# ---- magnetron_ctrl_pwm ----
==> magnetron_ctrl_pwm/logic_types.png <==
Scale: 10 px per µm.
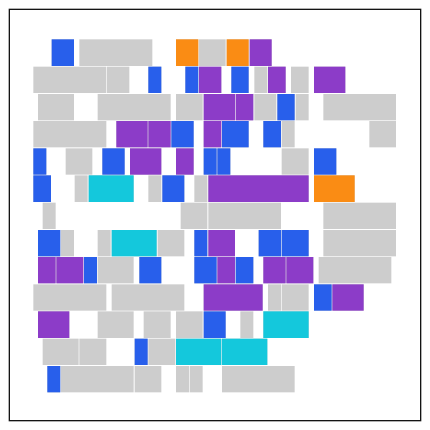

==> src/rtl/magnetron_pkg.sv <==
// Shared definitions for the magnetron power controller: state codes and default sizing.
package magnetron_pkg;

    localparam int DEF_PWR_W  = 4;
    localparam int DEF_PERIOD = 10;
    localparam int DEF_CNT_W  = 4;

    typedef enum logic [1:0] {
        ST_IDLE  = 2'b00,
        ST_COOK  = 2'b01,
        ST_PAUSE = 2'b10,
        ST_DONE  = 2'b11
    } state_t;

endpackage

==> src/rtl/button_edge.sv <==
// Falling-edge detector for an active-low, already-synchronised button.
// A held button yields exactly one press cycle.
module button_edge (
    input  logic clk,
    input  logic resetn,
    input  logic btn_n,
    output logic press
);

    logic prev_n;

    always_ff @(posedge clk) begin
        if (!resetn) prev_n <= 1'b1;
        else         prev_n <= btn_n;
    end

    assign press = prev_n & ~btn_n;

endmodule

==> src/rtl/magnetron_ctrl_pwm.sv <==
// Magnetron cook/pause/done sequencer with slot-based power duty cycling
// and a combinational door interlock on mag_on.
//
// state    | meaning
// ---------+---------------------------------------------------------
// ST_IDLE  | waiting for start; level_q held at 0
// ST_COOK  | cooking; slot counter runs, magnetron duty-cycled
// ST_PAUSE | stopped or door opened; slot frozen, level_q kept
// ST_DONE  | timer expired; waits for clear or door open
module magnetron_ctrl_pwm
    import magnetron_pkg::*;
#(
    parameter int PWR_W  = DEF_PWR_W,
    parameter int PERIOD = DEF_PERIOD,
    parameter int CNT_W  = DEF_CNT_W
) (
    input  logic             clk,
    input  logic             resetn,
    input  logic             startn,
    input  logic             stopn,
    input  logic             clearn,
    input  logic             door_closed,
    input  logic             timer_done,
    input  logic [PWR_W-1:0] power_level,
    output logic             mag_on,
    output logic [1:0]       state,
    output logic [PWR_W-1:0] level_q
);

    state_t             state_r;
    logic [CNT_W-1:0]   slot;
    logic               mag_q;
    logic               start_press;
    logic               stop_press;
    logic [PWR_W-1:0]   level_clamp;
    logic               slot_lt_level;
    logic [CNT_W-1:0]   slot_next;

    button_edge u_start_edge (
        .clk    (clk),
        .resetn (resetn),
        .btn_n  (startn),
        .press  (start_press)
    );

    button_edge u_stop_edge (
        .clk    (clk),
        .resetn (resetn),
        .btn_n  (stopn),
        .press  (stop_press)
    );

    assign level_clamp = ({1'b0, power_level} > (PWR_W+1)'(PERIOD)) ? PWR_W'(PERIOD) : power_level;
    assign slot_lt_level = {{PWR_W{1'b0}}, slot} < {{CNT_W{1'b0}}, level_q};
    assign slot_next = (slot == CNT_W'(PERIOD - 1)) ? '0 : slot + CNT_W'(1);

    always_ff @(posedge clk) begin
        if (!resetn) begin
            state_r <= ST_IDLE;
            slot    <= '0;
            level_q <= '0;
            mag_q   <= 1'b0;
        end else begin
            mag_q <= (state_r == ST_COOK) && slot_lt_level;
            case (state_r)
                ST_IDLE: begin
                    // stop, timer_done, clear or open door all veto a start
                    if (clearn && door_closed && !stop_press && !timer_done && start_press) begin
                        state_r <= ST_COOK;
                        level_q <= level_clamp;
                        slot    <= '0;
                    end
                end
                ST_COOK: begin
                    if (!clearn) begin
                        state_r <= ST_IDLE;
                        level_q <= '0;
                    end else if (!door_closed || stop_press) begin
                        state_r <= ST_PAUSE;
                    end else if (timer_done) begin
                        state_r <= ST_DONE;
                    end else begin
                        slot <= slot_next;
                    end
                end
                ST_PAUSE: begin
                    if (!clearn) begin
                        state_r <= ST_IDLE;
                        level_q <= '0;
                    end else if (door_closed) begin
                        if (stop_press) begin
                            state_r <= ST_IDLE;
                            level_q <= '0;
                        end else if (timer_done) begin
                            state_r <= ST_DONE;
                        end else if (start_press) begin
                            state_r <= ST_COOK;
                            slot    <= '0;
                        end
                    end
                end
                ST_DONE: begin
                    if (!clearn || !door_closed) begin
                        state_r <= ST_IDLE;
                        level_q <= '0;
                    end
                end
            endcase
        end
    end

    assign mag_on = mag_q & door_closed;
    assign state  = state_r;

endmodule

==> config.mk <==
export PLATFORM = sky130hd
export DESIGN_NAME = magnetron_ctrl_pwm
export DESIGN_NICKNAME = d
export VERILOG_FILES = /design/src/rtl/magnetron_pkg.sv /design/src/rtl/button_edge.sv /design/src/rtl/magnetron_ctrl_pwm.sv
export SDC_FILE = /design/constraint.sdc
export NUM_CORES = 1
export LEC_CHECK = 0
export CAP_MARGIN = 10
export CORE_MARGIN = 2
export CORE_UTILIZATION = 59
export DETAILED_ROUTE_END_ITERATION = 7
export DONT_BUFFER_PORTS = 1
export HOLD_SLACK_MARGIN = 0.02
export PLACE_DENSITY_LB_ADDON = 0.2
export SYNTH_ARGS = -nofsm -noshare
export SYNTH_HDL_FRONTEND = slang
export SYNTH_SLANG_ARGS = --single-unit
export TNS_END_PERCENT = 5
==> constraint.sdc <==
create_clock -name clk -period 2.2 [get_ports clk]
set_input_delay 0.33 -clock clk [delete_from_list [all_inputs] [get_ports clk]]
set_output_delay 0.33 -clock clk [all_outputs]
set_load 0.05 [all_outputs]
# ---- mem_port_arbiter ----
### config.mk
export PLATFORM = sky130hd
export DESIGN_NAME = mem_port_arbiter
export DESIGN_NICKNAME = d
export VERILOG_FILES = /design/src/rtl/mem_port_arbiter.sv
export SDC_FILE = /design/constraint.sdc
export NUM_CORES = 1
export LEC_CHECK = 0
export CAP_MARGIN = 15
export CORE_AREA = 5 5 42 44
export CTS_BUF_LIST = sky130_fd_sc_hd__clkbuf_4 sky130_fd_sc_hd__clkbuf_8 sky130_fd_sc_hd__clkbuf_16
export CTS_CLUSTER_SIZE = 24
export DETAILED_ROUTE_END_ITERATION = 6
export DIE_AREA = 0 0 47 49
export PLACE_DENSITY = 0.7
export REMOVE_ABC_BUFFERS = 1
export SLEW_MARGIN = 30
export SYNTH_ARGS = -nofsm -noshare
export SYNTH_HDL_FRONTEND = slang
export SYNTH_SLANG_ARGS = --single-unit
### constraint.sdc
create_clock -name clk -period 1.95 [get_ports clk]
set_clock_uncertainty 0.1 [all_clocks]
set_input_delay 0.39 -clock clk [delete_from_list [all_inputs] [get_ports clk]]
set_output_delay 0.39 -clock clk [all_outputs]
set_load 0.005 [all_outputs]
### src/rtl/mem_port_arbiter.sv
// Memory-port arbiter between instruction fetch (I) and data access (D) with req/ready sequencing and timeout.
// Optional feature macro: ROUND_ROBIN_EN (alternate owner on ties); default build gives D fixed priority.
module mem_port_arbiter #(
    parameter int unsigned MAX_WAIT  = 15,
    parameter int unsigned CNT_WIDTH = 4
) (
    input  logic clk,
    input  logic rst,
    input  logic req_i,
    input  logic req_d,
    input  logic we_d,
    input  logic mem_ready,
    output logic mem_req,
    output logic mem_we,
    output logic sel,
    output logic gnt_i,
    output logic gnt_d,
    output logic done_i,
    output logic done_d,
    output logic err
);

    typedef enum logic {
        IDLE   = 1'b0,
        ACCESS = 1'b1
    } state_t;

    localparam logic [CNT_WIDTH-1:0] LAST_CNT = CNT_WIDTH'(MAX_WAIT - 1);

    state_t               state;
    logic [CNT_WIDTH-1:0] wait_cnt;
    logic                 pick_d;
    logic                 timeout;

`ifdef ROUND_ROBIN_EN
    logic last_owner;  // 0 = I, 1 = D

    // Tie goes to whichever requester was not granted last.
    always_comb begin
        pick_d = req_d;
        if (req_i && req_d) begin
            pick_d = (last_owner == 1'b0);
        end
    end
`else
    // D wins ties so a stalled load/store cannot be starved by fetch.
    always_comb begin
        pick_d = req_d;
    end
`endif

    assign timeout = (MAX_WAIT != 0) && (wait_cnt == LAST_CNT);

    always_ff @(posedge clk) begin
        if (rst) begin
            state    <= IDLE;
            wait_cnt <= '0;
            mem_req  <= 1'b0;
            mem_we   <= 1'b0;
            sel      <= 1'b0;
            gnt_i    <= 1'b0;
            gnt_d    <= 1'b0;
            done_i   <= 1'b0;
            done_d   <= 1'b0;
            err      <= 1'b0;
`ifdef ROUND_ROBIN_EN
            last_owner <= 1'b0;
`endif
        end else begin
            done_i <= 1'b0;
            done_d <= 1'b0;
            err    <= 1'b0;
            case (state)
                IDLE: begin
                    // sel is left alone here so the address mux stays stable between accesses.
                    if (req_i || req_d) begin
                        state    <= ACCESS;
                        gnt_i    <= ~pick_d;
                        gnt_d    <= pick_d;
                        mem_req  <= 1'b1;
                        sel      <= pick_d;
                        mem_we   <= pick_d & we_d;
                        wait_cnt <= '0;
`ifdef ROUND_ROBIN_EN
                        last_owner <= pick_d;
`endif
                    end
                end
                ACCESS: begin
                    // mem_ready takes precedence over a coincident timeout.
                    if (mem_ready) begin
                        state   <= IDLE;
                        done_i  <= gnt_i;
                        done_d  <= gnt_d;
                        gnt_i   <= 1'b0;
                        gnt_d   <= 1'b0;
                        mem_req <= 1'b0;
                        mem_we  <= 1'b0;
                    end else if (timeout) begin
                        state   <= IDLE;
                        err     <= 1'b1;
                        gnt_i   <= 1'b0;
                        gnt_d   <= 1'b0;
                        mem_req <= 1'b0;
                        mem_we  <= 1'b0;
                    end else begin
                        wait_cnt <= wait_cnt + CNT_WIDTH'(1);
                    end
                end
                default: state <= IDLE;
            endcase
        end
    end

endmodule
# ---- fetch_stage_flat ----
[src/rtl/fetch_stage_pkg.sv]
// -----------------------------------------------------------------------------
// fetch_stage_pkg
// Shared CPU definitions for the instruction-fetch stage.
//   fetch_state_t : fetch FSM encoding (IDLE / REQ / HOLD / DRAIN)
//   NOP_INSTR     : instruction word shown to the decoder when IF/ID is empty
//   PC_INC        : sequential PC step (one 32-bit word)
//   IF_ID_W       : width of the {instruct, if_pc, if_valid} pipeline bundle
//   SKID_W        : width of a parked response {instruction, pc+4}
//   if_id_t       : packed IF/ID pipeline register layout (IF_ID_W bits)
//   pc_plus_inc   : sequential next-PC, wraps modulo 2^32
//   align_word    : clears the byte-offset bits of an address
// -----------------------------------------------------------------------------
package fetch_stage_pkg;

   typedef enum logic [1:0] {
      IDLE  = 2'd0,   // one cycle after reset before fetching starts
      REQ   = 2'd1,   // request driven at the current pc
      HOLD  = 2'd2,   // a response is parked in the skid buffer
      DRAIN = 2'd3    // a killed request is still waiting for its ack
   } fetch_state_t;

   localparam logic [31:0] NOP_INSTR = 32'h0000_0000;
   localparam logic [31:0] PC_INC    = 32'd4;
   localparam int          IF_ID_W   = 65;
   localparam int          SKID_W    = 64;

   // IF/ID bundle; field order matches {instruct, if_pc, if_valid}
   typedef struct packed {
      logic [31:0] instr;
      logic [31:0] pc;
      logic        valid;
   } if_id_t;

   function automatic logic [31:0] pc_plus_inc(input logic [31:0] pc);
      return pc + PC_INC;
   endfunction

   function automatic logic [31:0] align_word(input logic [31:0] addr);
      return addr & ~32'h0000_0003;
   endfunction

endpackage

[src/rtl/fetch_stage_if.sv]
// -----------------------------------------------------------------------------
// fetch_stage_if
// Bundles the fetch stage's handshake and pipeline signals.
//   Control in   : stall, redir_en, redir_pc
//   Memory       : imem_req, imem_addr (out of fetch), imem_ack, imem_rdata (in)
//   IF/ID output : instruct, if_pc, if_valid
// Modports:
//   master - the fetch stage itself
//   slave  - the surroundings (memory, decoder, execute redirect)
// -----------------------------------------------------------------------------
interface fetch_stage_if;

   logic        stall;
   logic        redir_en;
   logic [31:0] redir_pc;
   logic        imem_req;
   logic [31:0] imem_addr;
   logic        imem_ack;
   logic [31:0] imem_rdata;
   logic [31:0] instruct;
   logic [31:0] if_pc;
   logic        if_valid;

   modport master (
      input  stall,
      input  redir_en,
      input  redir_pc,
      output imem_req,
      output imem_addr,
      input  imem_ack,
      input  imem_rdata,
      output instruct,
      output if_pc,
      output if_valid
   );

   modport slave (
      output stall,
      output redir_en,
      output redir_pc,
      input  imem_req,
      input  imem_addr,
      output imem_ack,
      output imem_rdata,
      input  instruct,
      input  if_pc,
      input  if_valid
   );

endinterface

[src/rtl/fetch_skid_buf.sv]
// -----------------------------------------------------------------------------
// fetch_skid_buf
// One-entry buffer that parks a memory response arriving while the decoder
// is stalled, so the request slot can be retired without losing the word.
// Ports:
//   clk       in   rising-edge clock
//   clr_n     in   asynchronous active-low reset
//   i_load    in   capture i_data (response accepted during a stall)
//   i_release in   entry handed to IF/ID this cycle
//   i_clear   in   discard entry (redirect); wins over load/release
//   i_data    in   {instruction, pc+4}
//   o_data    out  parked {instruction, pc+4}
//   o_valid   out  entry is occupied
// -----------------------------------------------------------------------------
module fetch_skid_buf
   import fetch_stage_pkg::*;
(
   input  logic              clk,
   input  logic              clr_n,
   input  logic              i_load,
   input  logic              i_release,
   input  logic              i_clear,
   input  logic [SKID_W-1:0] i_data,
   output logic [SKID_W-1:0] o_data,
   output logic              o_valid
);

   logic [SKID_W-1:0] r_data;
   logic              r_valid;

   always_ff @(posedge clk or negedge clr_n) begin
      if (!clr_n) begin
         r_data  <= '0;
         r_valid <= 1'b0;
      end else if (i_clear) begin
         r_data  <= '0;
         r_valid <= 1'b0;
      end else if (i_load) begin
         r_data  <= i_data;
         r_valid <= 1'b1;
      end else if (i_release) begin
         r_valid <= 1'b0;
      end
   end

   assign o_data  = r_data;
   assign o_valid = r_valid;

endmodule

[src/rtl/fetch_stage.sv]
// -----------------------------------------------------------------------------
// fetch_stage
// Instruction-fetch stage: owns the PC, issues one word request at a time to
// instruction memory over a req/ack handshake and drives the IF/ID register.
// Honours decoder stalls (response parked in a skid buffer) and execute
// redirects (which override stalls and kill in-flight data).
// Parameters:
//   RESET_PC        first fetch address after reset
// Ports:
//   clk             in   rising-edge clock
//   clr_n           in   asynchronous active-low reset
//   bus (master)    stall, redir_en, redir_pc in; imem_req/imem_addr out;
//                   imem_ack/imem_rdata in; instruct/if_pc/if_valid out
//   perf_fetch_cnt  out  IF/ID loads with valid=1          (FETCH_PERF_EN)
//   perf_stall_cnt  out  cycles with stall=1 and if_valid=1 (FETCH_PERF_EN)
// Build option: define FETCH_PERF_EN to add the two performance counters.
// -----------------------------------------------------------------------------
module fetch_stage
   import fetch_stage_pkg::*;
#(
   parameter logic [31:0] RESET_PC = 32'h0000_0000
)(
   input  logic          clk,
   input  logic          clr_n,
   fetch_stage_if.master bus
`ifdef FETCH_PERF_EN
   ,
   output logic [31:0]   perf_fetch_cnt,
   output logic [31:0]   perf_stall_cnt
`endif
);

   fetch_state_t      r_state;
   fetch_state_t      w_state_next;
   logic [31:0]       r_pc;
   logic [31:0]       r_drain_addr;
   if_id_t            r_if_id;

   logic [31:0]       w_pc_plus;
   logic [31:0]       w_redir_target;
   logic              w_ack_take;
   logic              w_fetch_load;
   logic              w_skid_load;
   logic              w_skid_release;
   logic              w_kill_pending;
   logic [SKID_W-1:0] w_skid_data;
   logic              w_skid_valid;
   logic              w_imem_req;
   logic [31:0]       w_imem_addr;

   assign w_pc_plus      = pc_plus_inc(r_pc);
   assign w_redir_target = align_word(bus.redir_pc);

   // A response is only kept when it answers a live request; in DRAIN, or
   // when a redirect coincides with the ack, the word is dropped.
   assign w_ack_take     = (r_state == REQ) && bus.imem_ack && !bus.redir_en;
   assign w_fetch_load   = w_ack_take && !bus.stall;
   assign w_skid_load    = w_ack_take &&  bus.stall;
   assign w_skid_release = (r_state == HOLD) && !bus.redir_en && !bus.stall;
   // Redirect while a request is unanswered: the memory still owes an ack
   // for the old address, so that address must stay on the bus.
   assign w_kill_pending = (r_state == REQ) && bus.redir_en && !bus.imem_ack;

   // ---------------------------------------------------------------- FSM
   always_ff @(posedge clk or negedge clr_n) begin
      if (!clr_n) begin
         r_state <= IDLE;
      end else begin
         r_state <= w_state_next;
      end
   end

   always_comb begin
      w_state_next = r_state;
      case (r_state)
         IDLE: begin
            w_state_next = REQ;
         end
         REQ: begin
            if (bus.redir_en) begin
               w_state_next = bus.imem_ack ? REQ : DRAIN;
            end else if (bus.imem_ack && bus.stall) begin
               w_state_next = HOLD;
            end
         end
         HOLD: begin
            if (bus.redir_en || !bus.stall) begin
               w_state_next = REQ;
            end
         end
         DRAIN: begin
            if (bus.imem_ack) begin
               w_state_next = REQ;
            end
         end
         default: begin
            w_state_next = IDLE;
         end
      endcase
   end

   always_comb begin
      w_imem_req  = 1'b0;
      w_imem_addr = r_pc;
      case (r_state)
         REQ: begin
            w_imem_req = 1'b1;
         end
         DRAIN: begin
            w_imem_req  = 1'b1;
            w_imem_addr = r_drain_addr;
         end
         default: begin
            w_imem_req = 1'b0;
         end
      endcase
   end

   assign bus.imem_req  = w_imem_req;
   assign bus.imem_addr = w_imem_addr;

   // ---------------------------------------------------------------- PC
   always_ff @(posedge clk or negedge clr_n) begin
      if (!clr_n) begin
         r_pc         <= RESET_PC;
         r_drain_addr <= RESET_PC;
      end else begin
         if (bus.redir_en) begin
            r_pc <= w_redir_target;
         end else if (w_ack_take) begin
            r_pc <= w_pc_plus;
         end
         if (w_kill_pending) begin
            r_drain_addr <= r_pc;
         end
      end
   end

   // ---------------------------------------------------------------- skid
   fetch_skid_buf u_skid (
      .clk       (clk),
      .clr_n     (clr_n),
      .i_load    (w_skid_load),
      .i_release (w_skid_release),
      .i_clear   (bus.redir_en),
      .i_data    ({bus.imem_rdata, w_pc_plus}),
      .o_data    (w_skid_data),
      .o_valid   (w_skid_valid)
   );

   // ---------------------------------------------------------------- IF/ID
   // Priority: redirect > stall > new word (memory or skid) > bubble.
   // Every path that drops valid also writes NOP so instruct is 0 when empty.
   always_ff @(posedge clk or negedge clr_n) begin
      if (!clr_n) begin
         r_if_id <= '0;
      end else if (bus.redir_en) begin
         r_if_id.instr <= NOP_INSTR;
         r_if_id.valid <= 1'b0;
      end else if (!bus.stall) begin
         if (w_fetch_load) begin
            r_if_id.instr <= bus.imem_rdata;
            r_if_id.pc    <= w_pc_plus;
            r_if_id.valid <= 1'b1;
         end else if (w_skid_release && w_skid_valid) begin
            r_if_id.instr <= w_skid_data[63:32];
            r_if_id.pc    <= w_skid_data[31:0];
            r_if_id.valid <= 1'b1;
         end else begin
            r_if_id.instr <= NOP_INSTR;
            r_if_id.valid <= 1'b0;
         end
      end
   end

   assign bus.instruct = r_if_id.instr;
   assign bus.if_pc    = r_if_id.pc;
   assign bus.if_valid = r_if_id.valid;

`ifdef FETCH_PERF_EN
   // ---------------------------------------------------------------- perf
   logic [31:0] r_perf_fetch;
   logic [31:0] r_perf_stall;
   logic        w_ifid_load;

   // Both load sources already exclude redirect and stall.
   assign w_ifid_load = w_fetch_load || (w_skid_release && w_skid_valid);

   always_ff @(posedge clk or negedge clr_n) begin
      if (!clr_n) begin
         r_perf_fetch <= '0;
         r_perf_stall <= '0;
      end else begin
         if (w_ifid_load) begin
            r_perf_fetch <= r_perf_fetch + 32'd1;
         end
         if (bus.stall && r_if_id.valid) begin
            r_perf_stall <= r_perf_stall + 32'd1;
         end
      end
   end

   assign perf_fetch_cnt = r_perf_fetch;
   assign perf_stall_cnt = r_perf_stall;
`endif

endmodule

[src/flat_wrapper.sv]
// flat-port wrapper written by rule: the top's interface ports become plain ports
module fetch_stage_flat import fetch_stage_pkg::*;
#(
   parameter logic [31:0] RESET_PC = 32'h0000_0000
)
  (clk, clr_n, bus_stall, bus_redir_en, bus_redir_pc, bus_imem_req, bus_imem_addr, bus_imem_ack, bus_imem_rdata, bus_instruct, bus_if_pc, bus_if_valid);
  fetch_stage_if bus_i ();
  input  logic clk;
  input  logic clr_n;
  input wire logic [$bits(bus_i.stall)-1:0] bus_stall;
  input wire logic [$bits(bus_i.redir_en)-1:0] bus_redir_en;
  input wire logic [$bits(bus_i.redir_pc)-1:0] bus_redir_pc;
  output wire logic [$bits(bus_i.imem_req)-1:0] bus_imem_req;
  output wire logic [$bits(bus_i.imem_addr)-1:0] bus_imem_addr;
  input wire logic [$bits(bus_i.imem_ack)-1:0] bus_imem_ack;
  input wire logic [$bits(bus_i.imem_rdata)-1:0] bus_imem_rdata;
  output wire logic [$bits(bus_i.instruct)-1:0] bus_instruct;
  output wire logic [$bits(bus_i.if_pc)-1:0] bus_if_pc;
  output wire logic [$bits(bus_i.if_valid)-1:0] bus_if_valid;
  assign bus_i.stall = bus_stall;
  assign bus_i.redir_en = bus_redir_en;
  assign bus_i.redir_pc = bus_redir_pc;
  assign bus_imem_req = bus_i.imem_req;
  assign bus_imem_addr = bus_i.imem_addr;
  assign bus_i.imem_ack = bus_imem_ack;
  assign bus_i.imem_rdata = bus_imem_rdata;
  assign bus_instruct = bus_i.instruct;
  assign bus_if_pc = bus_i.if_pc;
  assign bus_if_valid = bus_i.if_valid;
  fetch_stage #(.RESET_PC(RESET_PC)) u_core (.clk(clk), .clr_n(clr_n), .bus(bus_i));
endmodule
[config.mk]
export PLATFORM = sky130hd
export DESIGN_NAME = fetch_stage_flat
export DESIGN_NICKNAME = d
export VERILOG_FILES = /design/src/rtl/fetch_stage_pkg.sv /design/src/rtl/fetch_stage_if.sv /design/src/rtl/fetch_skid_buf.sv /design/src/rtl/fetch_stage.sv /design/src/flat_wrapper.sv
export SDC_FILE = /design/constraint.sdc
export NUM_CORES = 1
export LEC_CHECK = 0
export CORE_ASPECT_RATIO = 1.2
export CORE_MARGIN = 2
export CORE_UTILIZATION = 49
export CTS_BUF_LIST = sky130_fd_sc_hd__clkbuf_8
export DETAILED_ROUTE_END_ITERATION = 8
export PLACE_DENSITY_LB_ADDON = 0.2
export SETUP_SLACK_MARGIN = 0.02
export SLEW_MARGIN = 20
export SYNTH_ARGS = -nofsm -noshare
export SYNTH_HDL_FRONTEND = slang
export SYNTH_SLANG_ARGS = --single-unit
[constraint.sdc]
create_clock -name clk -period 2.4 [get_ports clk]
set_clock_uncertainty 0.2 [all_clocks]
set_input_delay 0.24 -clock clk [delete_from_list [all_inputs] [get_ports clk]]
set_output_delay 0.24 -clock clk [all_outputs]
set_load 0.01 [all_outputs]
# ---- pipeline_step_ctrl ----
### config.mk
export PLATFORM = sky130hd
export DESIGN_NAME = pipeline_step_ctrl
export DESIGN_NICKNAME = d
export VERILOG_FILES = /design/src/rtl/pipeline_step_ctrl.sv
export SDC_FILE = /design/constraint.sdc
export NUM_CORES = 1
export LEC_CHECK = 0
export ABC_CLOCK_PERIOD_IN_PS = 2400
export CORE_UTILIZATION = 51
export CTS_CLUSTER_DIAMETER = 200
export CTS_CLUSTER_SIZE = 30
export DETAILED_ROUTE_END_ITERATION = 10
export PLACE_DENSITY = 0.86
export SKIP_LAST_GASP = 1
export SYNTH_ARGS = -nofsm -noshare
export SYNTH_HDL_FRONTEND = slang
export SYNTH_SLANG_ARGS = --single-unit
### constraint.sdc
create_clock -name clk -period 2.4 [get_ports clk]
set_input_delay 0.48 -clock clk [delete_from_list [all_inputs] [get_ports clk]]
set_output_delay 0.48 -clock clk [all_outputs]
set_load 0.05 [all_outputs]
### src/rtl/pipeline_step_ctrl.sv
// Run/step/abort sequencer driving the pipeline latch enable and the fetch enable.
// Halts drain DRAIN_CYCLES enabled cycles before DONE; all outputs are Moore.
module pipeline_step_ctrl #(
  parameter int DRAIN_CYCLES = 4,
  parameter int CNT_W        = 32
) (
  input  logic             clk,
  input  logic             rst,
  input  logic             i_run,
  input  logic             i_step,
  input  logic             i_abort,
  input  logic             i_halt_fetched,
  output logic             o_pipe_en,
  output logic             o_fetch_en,
  output logic             o_busy,
  output logic             o_done,
  output logic [CNT_W-1:0] o_cycle_cnt
);

  localparam int DW = $clog2(DRAIN_CYCLES + 1);
  localparam logic [DW-1:0] DRAIN_LOAD = DW'(DRAIN_CYCLES);
  localparam logic [DW-1:0] DRAIN_ONE  = DW'(1);

  typedef enum logic [2:0] {
    S_IDLE,
    S_RUN,
    S_STEP,
    S_DRAIN,
    S_DONE
  } state_t;

  state_t            state, state_nxt;
  logic              halt_pend, halt_pend_nxt;
  logic [DW-1:0]     drain_cnt, drain_cnt_nxt;
  logic [CNT_W-1:0]  cycle_cnt;

  always_ff @(posedge clk or posedge rst) begin
    if (rst) begin
      state     <= S_IDLE;
      halt_pend <= 1'b0;
      drain_cnt <= '0;
    end else begin
      state     <= state_nxt;
      halt_pend <= halt_pend_nxt;
      drain_cnt <= drain_cnt_nxt;
    end
  end

  always_comb begin
    state_nxt     = state;
    halt_pend_nxt = halt_pend;
    drain_cnt_nxt = drain_cnt;
    if (i_abort && (state != S_DONE)) begin
      state_nxt = S_DONE;
    end else begin
      case (state)
        S_IDLE: begin
          if (i_run) begin
            state_nxt = halt_pend ? S_DRAIN : S_RUN;
          end else if (i_step) begin
            state_nxt = S_STEP;
          end
        end
        S_RUN: begin
          if (i_halt_fetched) begin
            state_nxt     = S_DRAIN;
            halt_pend_nxt = 1'b1;
            drain_cnt_nxt = DRAIN_LOAD;
          end
        end
        S_DRAIN: begin
          // <= rather than == so a stray zero count can never stall the drain
          if (drain_cnt <= DRAIN_ONE) begin
            state_nxt     = S_DONE;
            drain_cnt_nxt = '0;
          end else begin
            drain_cnt_nxt = drain_cnt - DRAIN_ONE;
          end
        end
        S_STEP: begin
          state_nxt = S_IDLE;
          if (!halt_pend && i_halt_fetched) begin
            halt_pend_nxt = 1'b1;
            drain_cnt_nxt = DRAIN_LOAD;
          end else if (halt_pend) begin
            if (drain_cnt <= DRAIN_ONE) begin
              state_nxt     = S_DONE;
              drain_cnt_nxt = '0;
            end else begin
              drain_cnt_nxt = drain_cnt - DRAIN_ONE;
            end
          end
        end
        S_DONE: state_nxt = S_DONE;
        default: state_nxt = S_IDLE;
      endcase
    end
  end

  // Saturating count of enabled cycles
  always_ff @(posedge clk or posedge rst) begin
    if (rst) begin
      cycle_cnt <= '0;
    end else if (o_pipe_en && (cycle_cnt != {CNT_W{1'b1}})) begin
      cycle_cnt <= cycle_cnt + CNT_W'(1);
    end
  end

  assign o_pipe_en   = (state == S_RUN) || (state == S_STEP) || (state == S_DRAIN);
  assign o_fetch_en  = (state == S_RUN) || ((state == S_STEP) && !halt_pend);
  assign o_busy      = o_pipe_en;
  assign o_done      = (state == S_DONE);
  assign o_cycle_cnt = cycle_cnt;

endmodule

==> notes/layouts.md <==
Pictures saved along the way, in no particular order.

Clock nets.
image #1
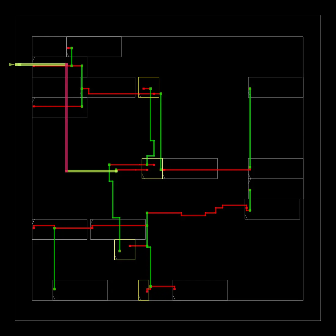
image #2
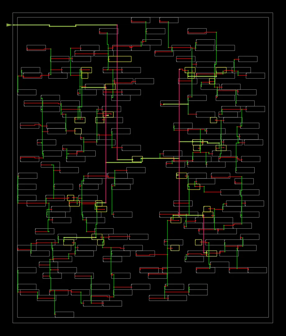
image #3
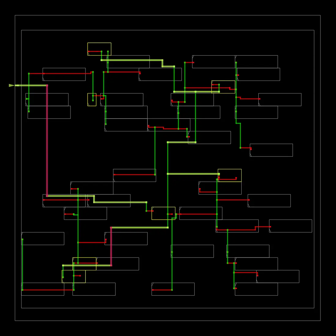
| picture | from |
|---|---|
| image #1 | magnetron_ctrl_pwm |
| image #2 | fetch_stage_flat |
| image #3 | pipeline_step_ctrl |

==> fetch_stage_flat/layer_met4.png <==
Scale: 2 px per µm.
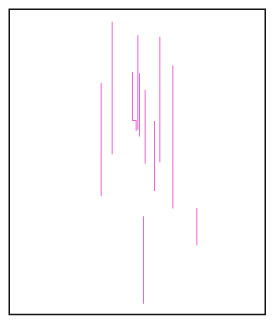
share of all routed wire: 2.1%
nets with wire on the layer: 9
longest straight run: 71.4 µm
main direction: vertical
Routed WL: 23350 µm
via count: 7190

==> Changelog: implementation, fetch_stage_flat <==
## Flow update

- Crit path to: bus_imem_addr[11]
- CP max stage delay: between 0.4 and 0.5 ns
- Hold_sp: bus_redir_pc[28]
- Row count: ~54
- Power Total: between 7 and 8 mW
- Run status: finished, final reports clean
- Reg2Reg Launch Point: u_core.r_pc[14]$_DFFE_PN0N_
- Cell area leaders: dfrtp_1, mux2_2, o21ai_0
- Sw Share: 0.3023
- Commonest cells after routing, fill and taps aside: dfrtp_1, clkdlybuf4s50_1, nand2_1
- Slew @ Worst Pin: approximately 0.63 ns
- Wl on met1: about 10000 µm
- Max FO, Critical Path: 21
- Top cells by count: dfrtp_1, nand2_1, o21ai_0
- Worst Path Buf+Inv: 2
- VDD IR max: around 0.00035 V
- Die Area: just under 20000 µm²
- Ports: 167
- Largest net degree at the start of global routing: a little over 80
- Area after DPL: ~11000 µm²
- CP startpoint: u_core.r_state[0]$_DFFE_PN0P_
- Syn. warnings: 0
- Final number of hold-violating endpoints: 0
- CTS root buffer: clkbuf_8
- And+or+nand+nor area frac: 0.1263
-- fetch_stage_flat: per-stage QoR --
step | hold WS [ns] | setup WS, ns | instances | setup TNS [ns] | utilization
3_5_place_dp | -0.09383 | 0.1066 | 1245 | 0 | 0.6175
6_report | 0.1290 | 0.1002 | 1281 | 0 | 0.6407
5_1_grt | 0.1226 | -0.004524 | 1281 | -0.004524 | 0.6407
2_1_floorplan | -0.2556 | 0.1443 | 876 | 0 | -
3_3_place_gp | -0.09269 | 0.1045 | 1245 | 0 | 0.6175
4_1_cts | 0.09779 | 0.06873 | 1281 | 0 | 0.6400
-- fetch_stage_flat: cell type report --
type / instances / share of cell area
flip-flops and latches: 190 / 0.4115
multi-input cells: 602 / 0.3357
clock buffers: 17 / 0.02024
repair buffers: 230 / 0.1931
inverters: 3 / 0.0009743
clock inverters: 15 / 0.01418
well taps: 224 / 0.02425
-- fetch_stage_flat: what timing repair did --
item / CTS / global route
setup buffers: 1 / 0
pin swaps: 0 / 0
setup endpoints to repair: 30 / 2
cloned: 0 / 0
gates resized: 33 / 2
hold endpoints to repair: 194 / 0
hold buffers: 3 / 0
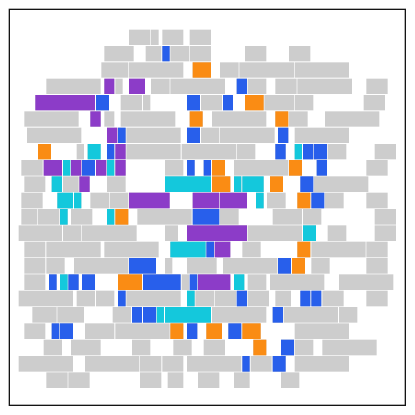
(pipeline_step_ctrl/logic_types.png)
Scale: 6 px per µm.
legend:
  nand cells:
    color: blue
    cells: 41
  nor cells:
    color: cyan
    cells: 20
  and/or cells:
    color: orange
    cells: 18
  aoi and oai cells:
    color: purple
    cells: 17
fin cells: 279
most numerous logic cell after layout: dfrtp_1

==> pipeline_step_ctrl/io_placement.png <==
Scale: 6 px per µm. Pins as bars across the die edge, other pins in gray.
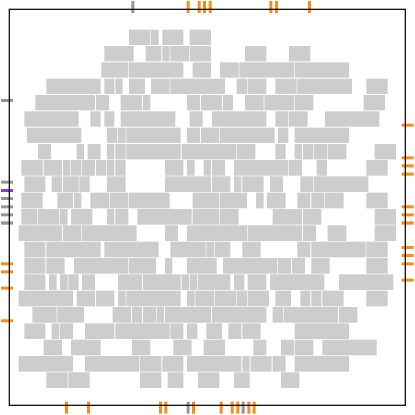
legend:
  i_run:
    color: purple
    pins: 1
    direction: input
    edge: west
  o_cycle_cnt:
    color: orange
    pins: 32
    direction: output
    edge: 11 east, 10 south, 7 north, 4 west
Die Wd: 65.76 µm
vertical die size: 65.76 µm
number of port buffers: 41

==> Changelog: implementation, pipeline_step_ctrl <==
## Flow update

- Skew final: between 0.007 and 0.008 ns
- Clk Latency, worst-skew pair: approximately 0.30 ns
- Ports: between 40 and 50
- CTS tree: done
- Top FF cell, synth: dfrtp_1
- Top cells by count: dfrtp_1, xnor2_1, nand3_1
- WHS Endpoint: halt_pend$_DFFE_PP0P_
- Run status: finished, final reports clean
- Register-to-register setup slack: between 0.4 and 0.5 ns
- Synthesized net count: 194
- # setup viols final: 0
- Post-synth top area cell: dfrtp_1
- Clock power frac: 0.371
- Fraction of registers with async set/reset: 1.000
- CTS root buffer: clkbuf_8
- Final number of hold-violating endpoints: 0
- Row count: 22
- CP startpoint: state[0]$_DFFE_PP0P_
- Mapped Area: 2073 µm²
- Max-slew headroom: 0.6264
==> pipeline_step_ctrl: critical path, delay by kind of cell (launching register included) <==
kind / cells / cell delay [ns]
flip-flops: 1 / 0.51
multiplexers: 1 / 0.13
buffers and inverters: 1 / 0.17
AND/OR/NAND/NOR: 2 / 0.62
==> pipeline_step_ctrl: registers in the layout, summed over array words and instances (netlist names) <==
register,cells
halt_pend,1
o_cycle_cnt,32
state,3
drain_cnt,3
==> pipeline_step_ctrl: layer usage <==
metal,track usage,vias up,wire length [µm]
met5,0,-,0
met4,0.1223,0,31
li1,-,759,-
met1,0.2677,760,1757
met2,0.3406,44,2003
met3,0.04688,4,186
==> pipeline_step_ctrl: cell type report <==
type / count / area [µm²]
Clock buffer: 6 / 82.58
Inverter: 7 / 28.78
Tap cell: 48 / 60.06
Fill cell: 271 / 1155
Clock inverter: 1 / 5.005
Timing Repair Buffer: 42 / 420.4
Sequential cell: 39 / 975.9
Multi-Input combinational cell: 136 / 1044
==> magnetron_ctrl_pwm/io_placement.png <==
Scale: 10 px per µm. Pins as bars across the die edge, other pins in gray.
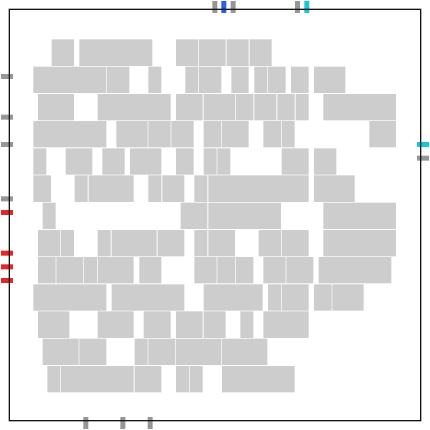
legend:
  power_level:
    color: red
    pins: 4
    direction: input
    edge: west
  mag_on:
    color: blue
    pins: 1
    direction: output
    edge: north
  state:
    color: cyan
    pins: 2
    direction: output
    edge: 1 east, 1 north
number of port buffers: 0
vertical die size: 40.99 µm

==> magnetron_ctrl_pwm/clk_routes.png <==
Scale: 12 px per µm.
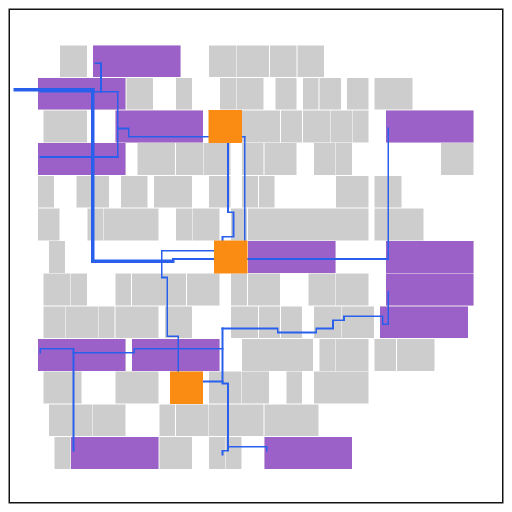
legend:
  clock wires:
    color: blue
    length: 189 µm
  flip-flops:
    color: purple
    count: 13
  clock drivers:
    color: orange
    count: 3
routed clock nets: 4
flops lie: all over the die
Clk Latency, worst-skew pair: 0.27 ns
skew final: 0.001888 ns
Clock power frac: 0.325

## Picture notes: magnetron_ctrl_pwm/logic_types.png
legend:
  and/or cells:
    color: orange
    cells: 3
  fa/ha/maj cells:
    color: cyan
    cells: 5
  nand cells:
    color: blue
    cells: 27
  aoi and oai cells:
    color: purple
    cells: 21
fin cells: 117
combinational share of cell area: 0.5658
most numerous logic cell after layout: dfxtp_1

==> Changelog: implementation, magnetron_ctrl_pwm <==
## Flow update

- Cells after DPL: 113
- Largest net degree at the start of global routing: 19
- Seq/total area: 0.2942
- Switching power: between 0.1 and 0.15 mW
- Dominant cell area share: 0.3225
- Pint: ~0.34 mW
- # Cells Yosys: 95
- Run status: finished, final reports clean
- Signal buf overhead: 0.05092
- Reg2Reg Launch Point: state[0]$_SDFFE_PN0P_
- CP Launch Type: register
- Final-layout fill cell count: 104
- Synthesized net count: approximately 110
- Die Wd: slightly above 40 µm
- CTS sink count: 13
- CTS tree: done
## magnetron_ctrl_pwm: cells in the final DEF (no fill, tap or decap)
master	count
a2111oi_0	1
a2111oi_4	1
a21boi_1	1
a21o_1	2
a21oi_1	4
a2bb2oi_1	1
a311oi_1	1
a31oi_1	2
and2_1	2
buf_4	6
clkbuf_1	1
clkbuf_4	3
dfxtp_1	13
ha_1	5
inv_1	9
mux2i_1	4
nand2_1	9
nand2_2	1
nand2b_1	8
nand3_1	6
nand3b_1	2
nand4_1	1
nor2_1	3
nor2b_1	1
nor3_1	1
nor3b_1	1
nor4_1	1
o2111ai_1	1
o211ai_1	1
o21a_1	1
o21ai_0	2
o22ai_1	2
o2bb2ai_1	1
o31ai_1	1
o32ai_1	1
o32ai_2	1
or3b_4	1
## magnetron_ctrl_pwm: kinds of logic after synthesis
family / share of synthesized area
AND/OR/NAND/NOR: 0.2496
AND-OR/OR-AND: 0.2434
flip-flops: 0.3225
buffers and inverters: 0.05736
adder cells (fa/ha/maj): 0.07752
multiplexers: 0.04961
## magnetron_ctrl_pwm: critical path: stages (launching register included)
cell and delay (ns):
dfxtp_1 0.43, or3b_4 0.45, a2111oi_4 0.49, nand2_2 0.13, o32ai_2 0.27
==> mem_port_arbiter/sizes.png <==
Scale: 8 px per µm.
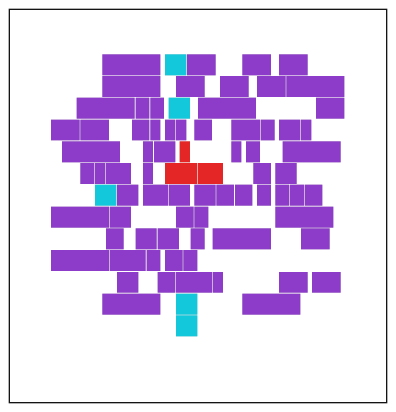
legend:
  _3 and _4 cells:
    color: cyan
    cells: 5
  _0 and _1 cells:
    color: purple
    cells: 71
  _2 cells:
    color: red
    cells: 3
area delta synth->final: 31.86%
worst setup margin: 0.2957 ns
number of non-clock buffers: 14
post-layout instance area: 745.7 µm²

==> mem_port_arbiter/clk_routes.png <==
Scale: 10 px per µm.
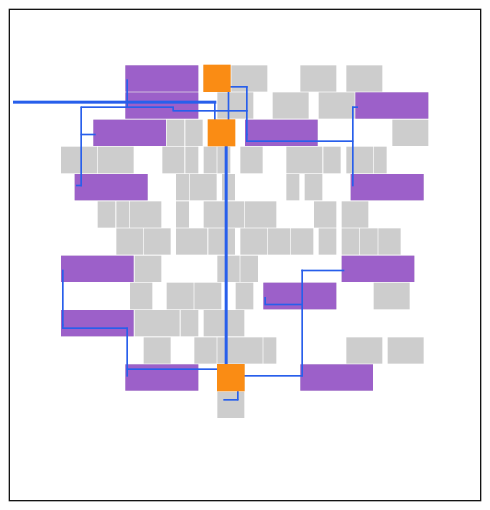
legend:
  clock wires:
    color: blue
    length: 167 µm
  flip-flops:
    color: purple
    count: 13
  clock drivers:
    color: orange
    count: 3
routed clock nets: 4
clk pwr: 0.179 mW
Clock power frac: 0.335
Clk Latency, worst-skew pair: 0.27 ns

==> Changelog: implementation, mem_port_arbiter <==
## Flow update

- Tool warnings: 26
- Number of port buffers: 13
- GP Congestion: around 0.76
- Fraction of registers with async set/reset: 0
- Initial drt markers: 9
- Crit path to: gnt_i
- Cells after Synth: approximately 62
- Run status: finished, final reports clean
- Sequential power share: 0.537
- Core area: 1401 µm²
- Critical path endpoint category: output pin
- Max-slew headroom: 0.7804
- Setup Buffers After CTS: 0
- Hold_sp: mem_req$_SDFFE_PP0P_
- CP Launch Type: register
==> mem_port_arbiter: per-stage QoR <==
stage                     area [µm²]  setup WS (ns)  total power [mW]  hold WS (ns)
after floorplan                558.0         0.5255            0.3208        0.3548
after global placement         715.7         0.2173            0.3622        0.3539
after detailed placement       715.7         0.1933            0.3626        0.3574
after CTS                      745.7         0.2812            0.5442        0.3725
after global routing           745.7         0.2319            0.5731        0.3886
final                          745.7         0.2957            0.5359        0.3731
==> mem_port_arbiter: cell families after synthesis <==
logic type      after synthesis  synth area share
compound gates               19            0.2257
flops                        13            0.4602
fa+ha+maj                     2           0.04424
simple gates                 21            0.2168
buf+inv                       7           0.05310
==> mem_port_arbiter: flip-flops by register name, summed over array words and instances (netlist names) <==
name	flops
mem_we	1
sel	1
wait_cnt	4
gnt_d	1
state	1
gnt_i	1
done_d	1
done_i	1
err	1
mem_req	1
==> mem_port_arbiter: area by class of cell <==
class,count,share of cell area
well taps,16,0.02685
repair buffers,14,0.1846
inverters,6,0.03020
multi-input cells,42,0.3691
clock buffers,4,0.04027
flip-flops and latches,13,0.3490


==> notes/layouts.md <==
Pictures saved along the way, in no particular order.

Wiring by layer.
shot_01.png
Scale: 6 px per µm. Only two layers are drawn.
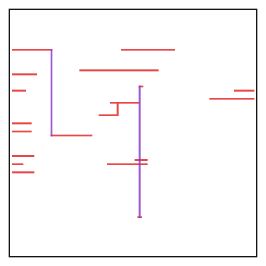
shot_02.png
Scale: 2 px per µm. Only two layers are drawn.
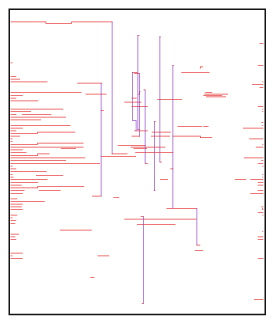
shot_03.png
Scale: 6 px per µm. Only two layers are drawn.
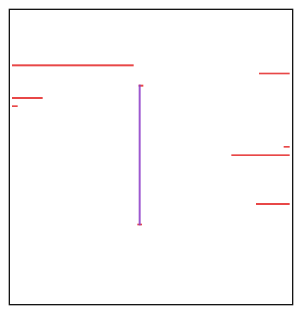
shot_04.png
Scale: 4 px per µm. Only two layers are drawn.
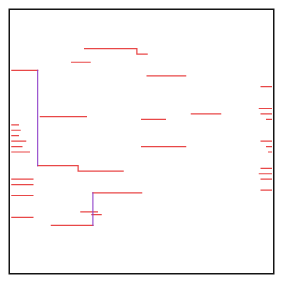
The one with the smallest die is shot_01.png.
shot_01.png comes from magnetron_ctrl_pwm.
shot_04.png comes from pipeline_step_ctrl.
shot_02.png comes from fetch_stage_flat.
shot_03.png comes from mem_port_arbiter.

Key to shot_03.png:
legend:
  metal 3:
    color: red
    wire_length: 46.2 µm
  metal 4:
    color: purple
    wire_length: 23.1 µm

Power is estimated from default activity; no workload was simulated.
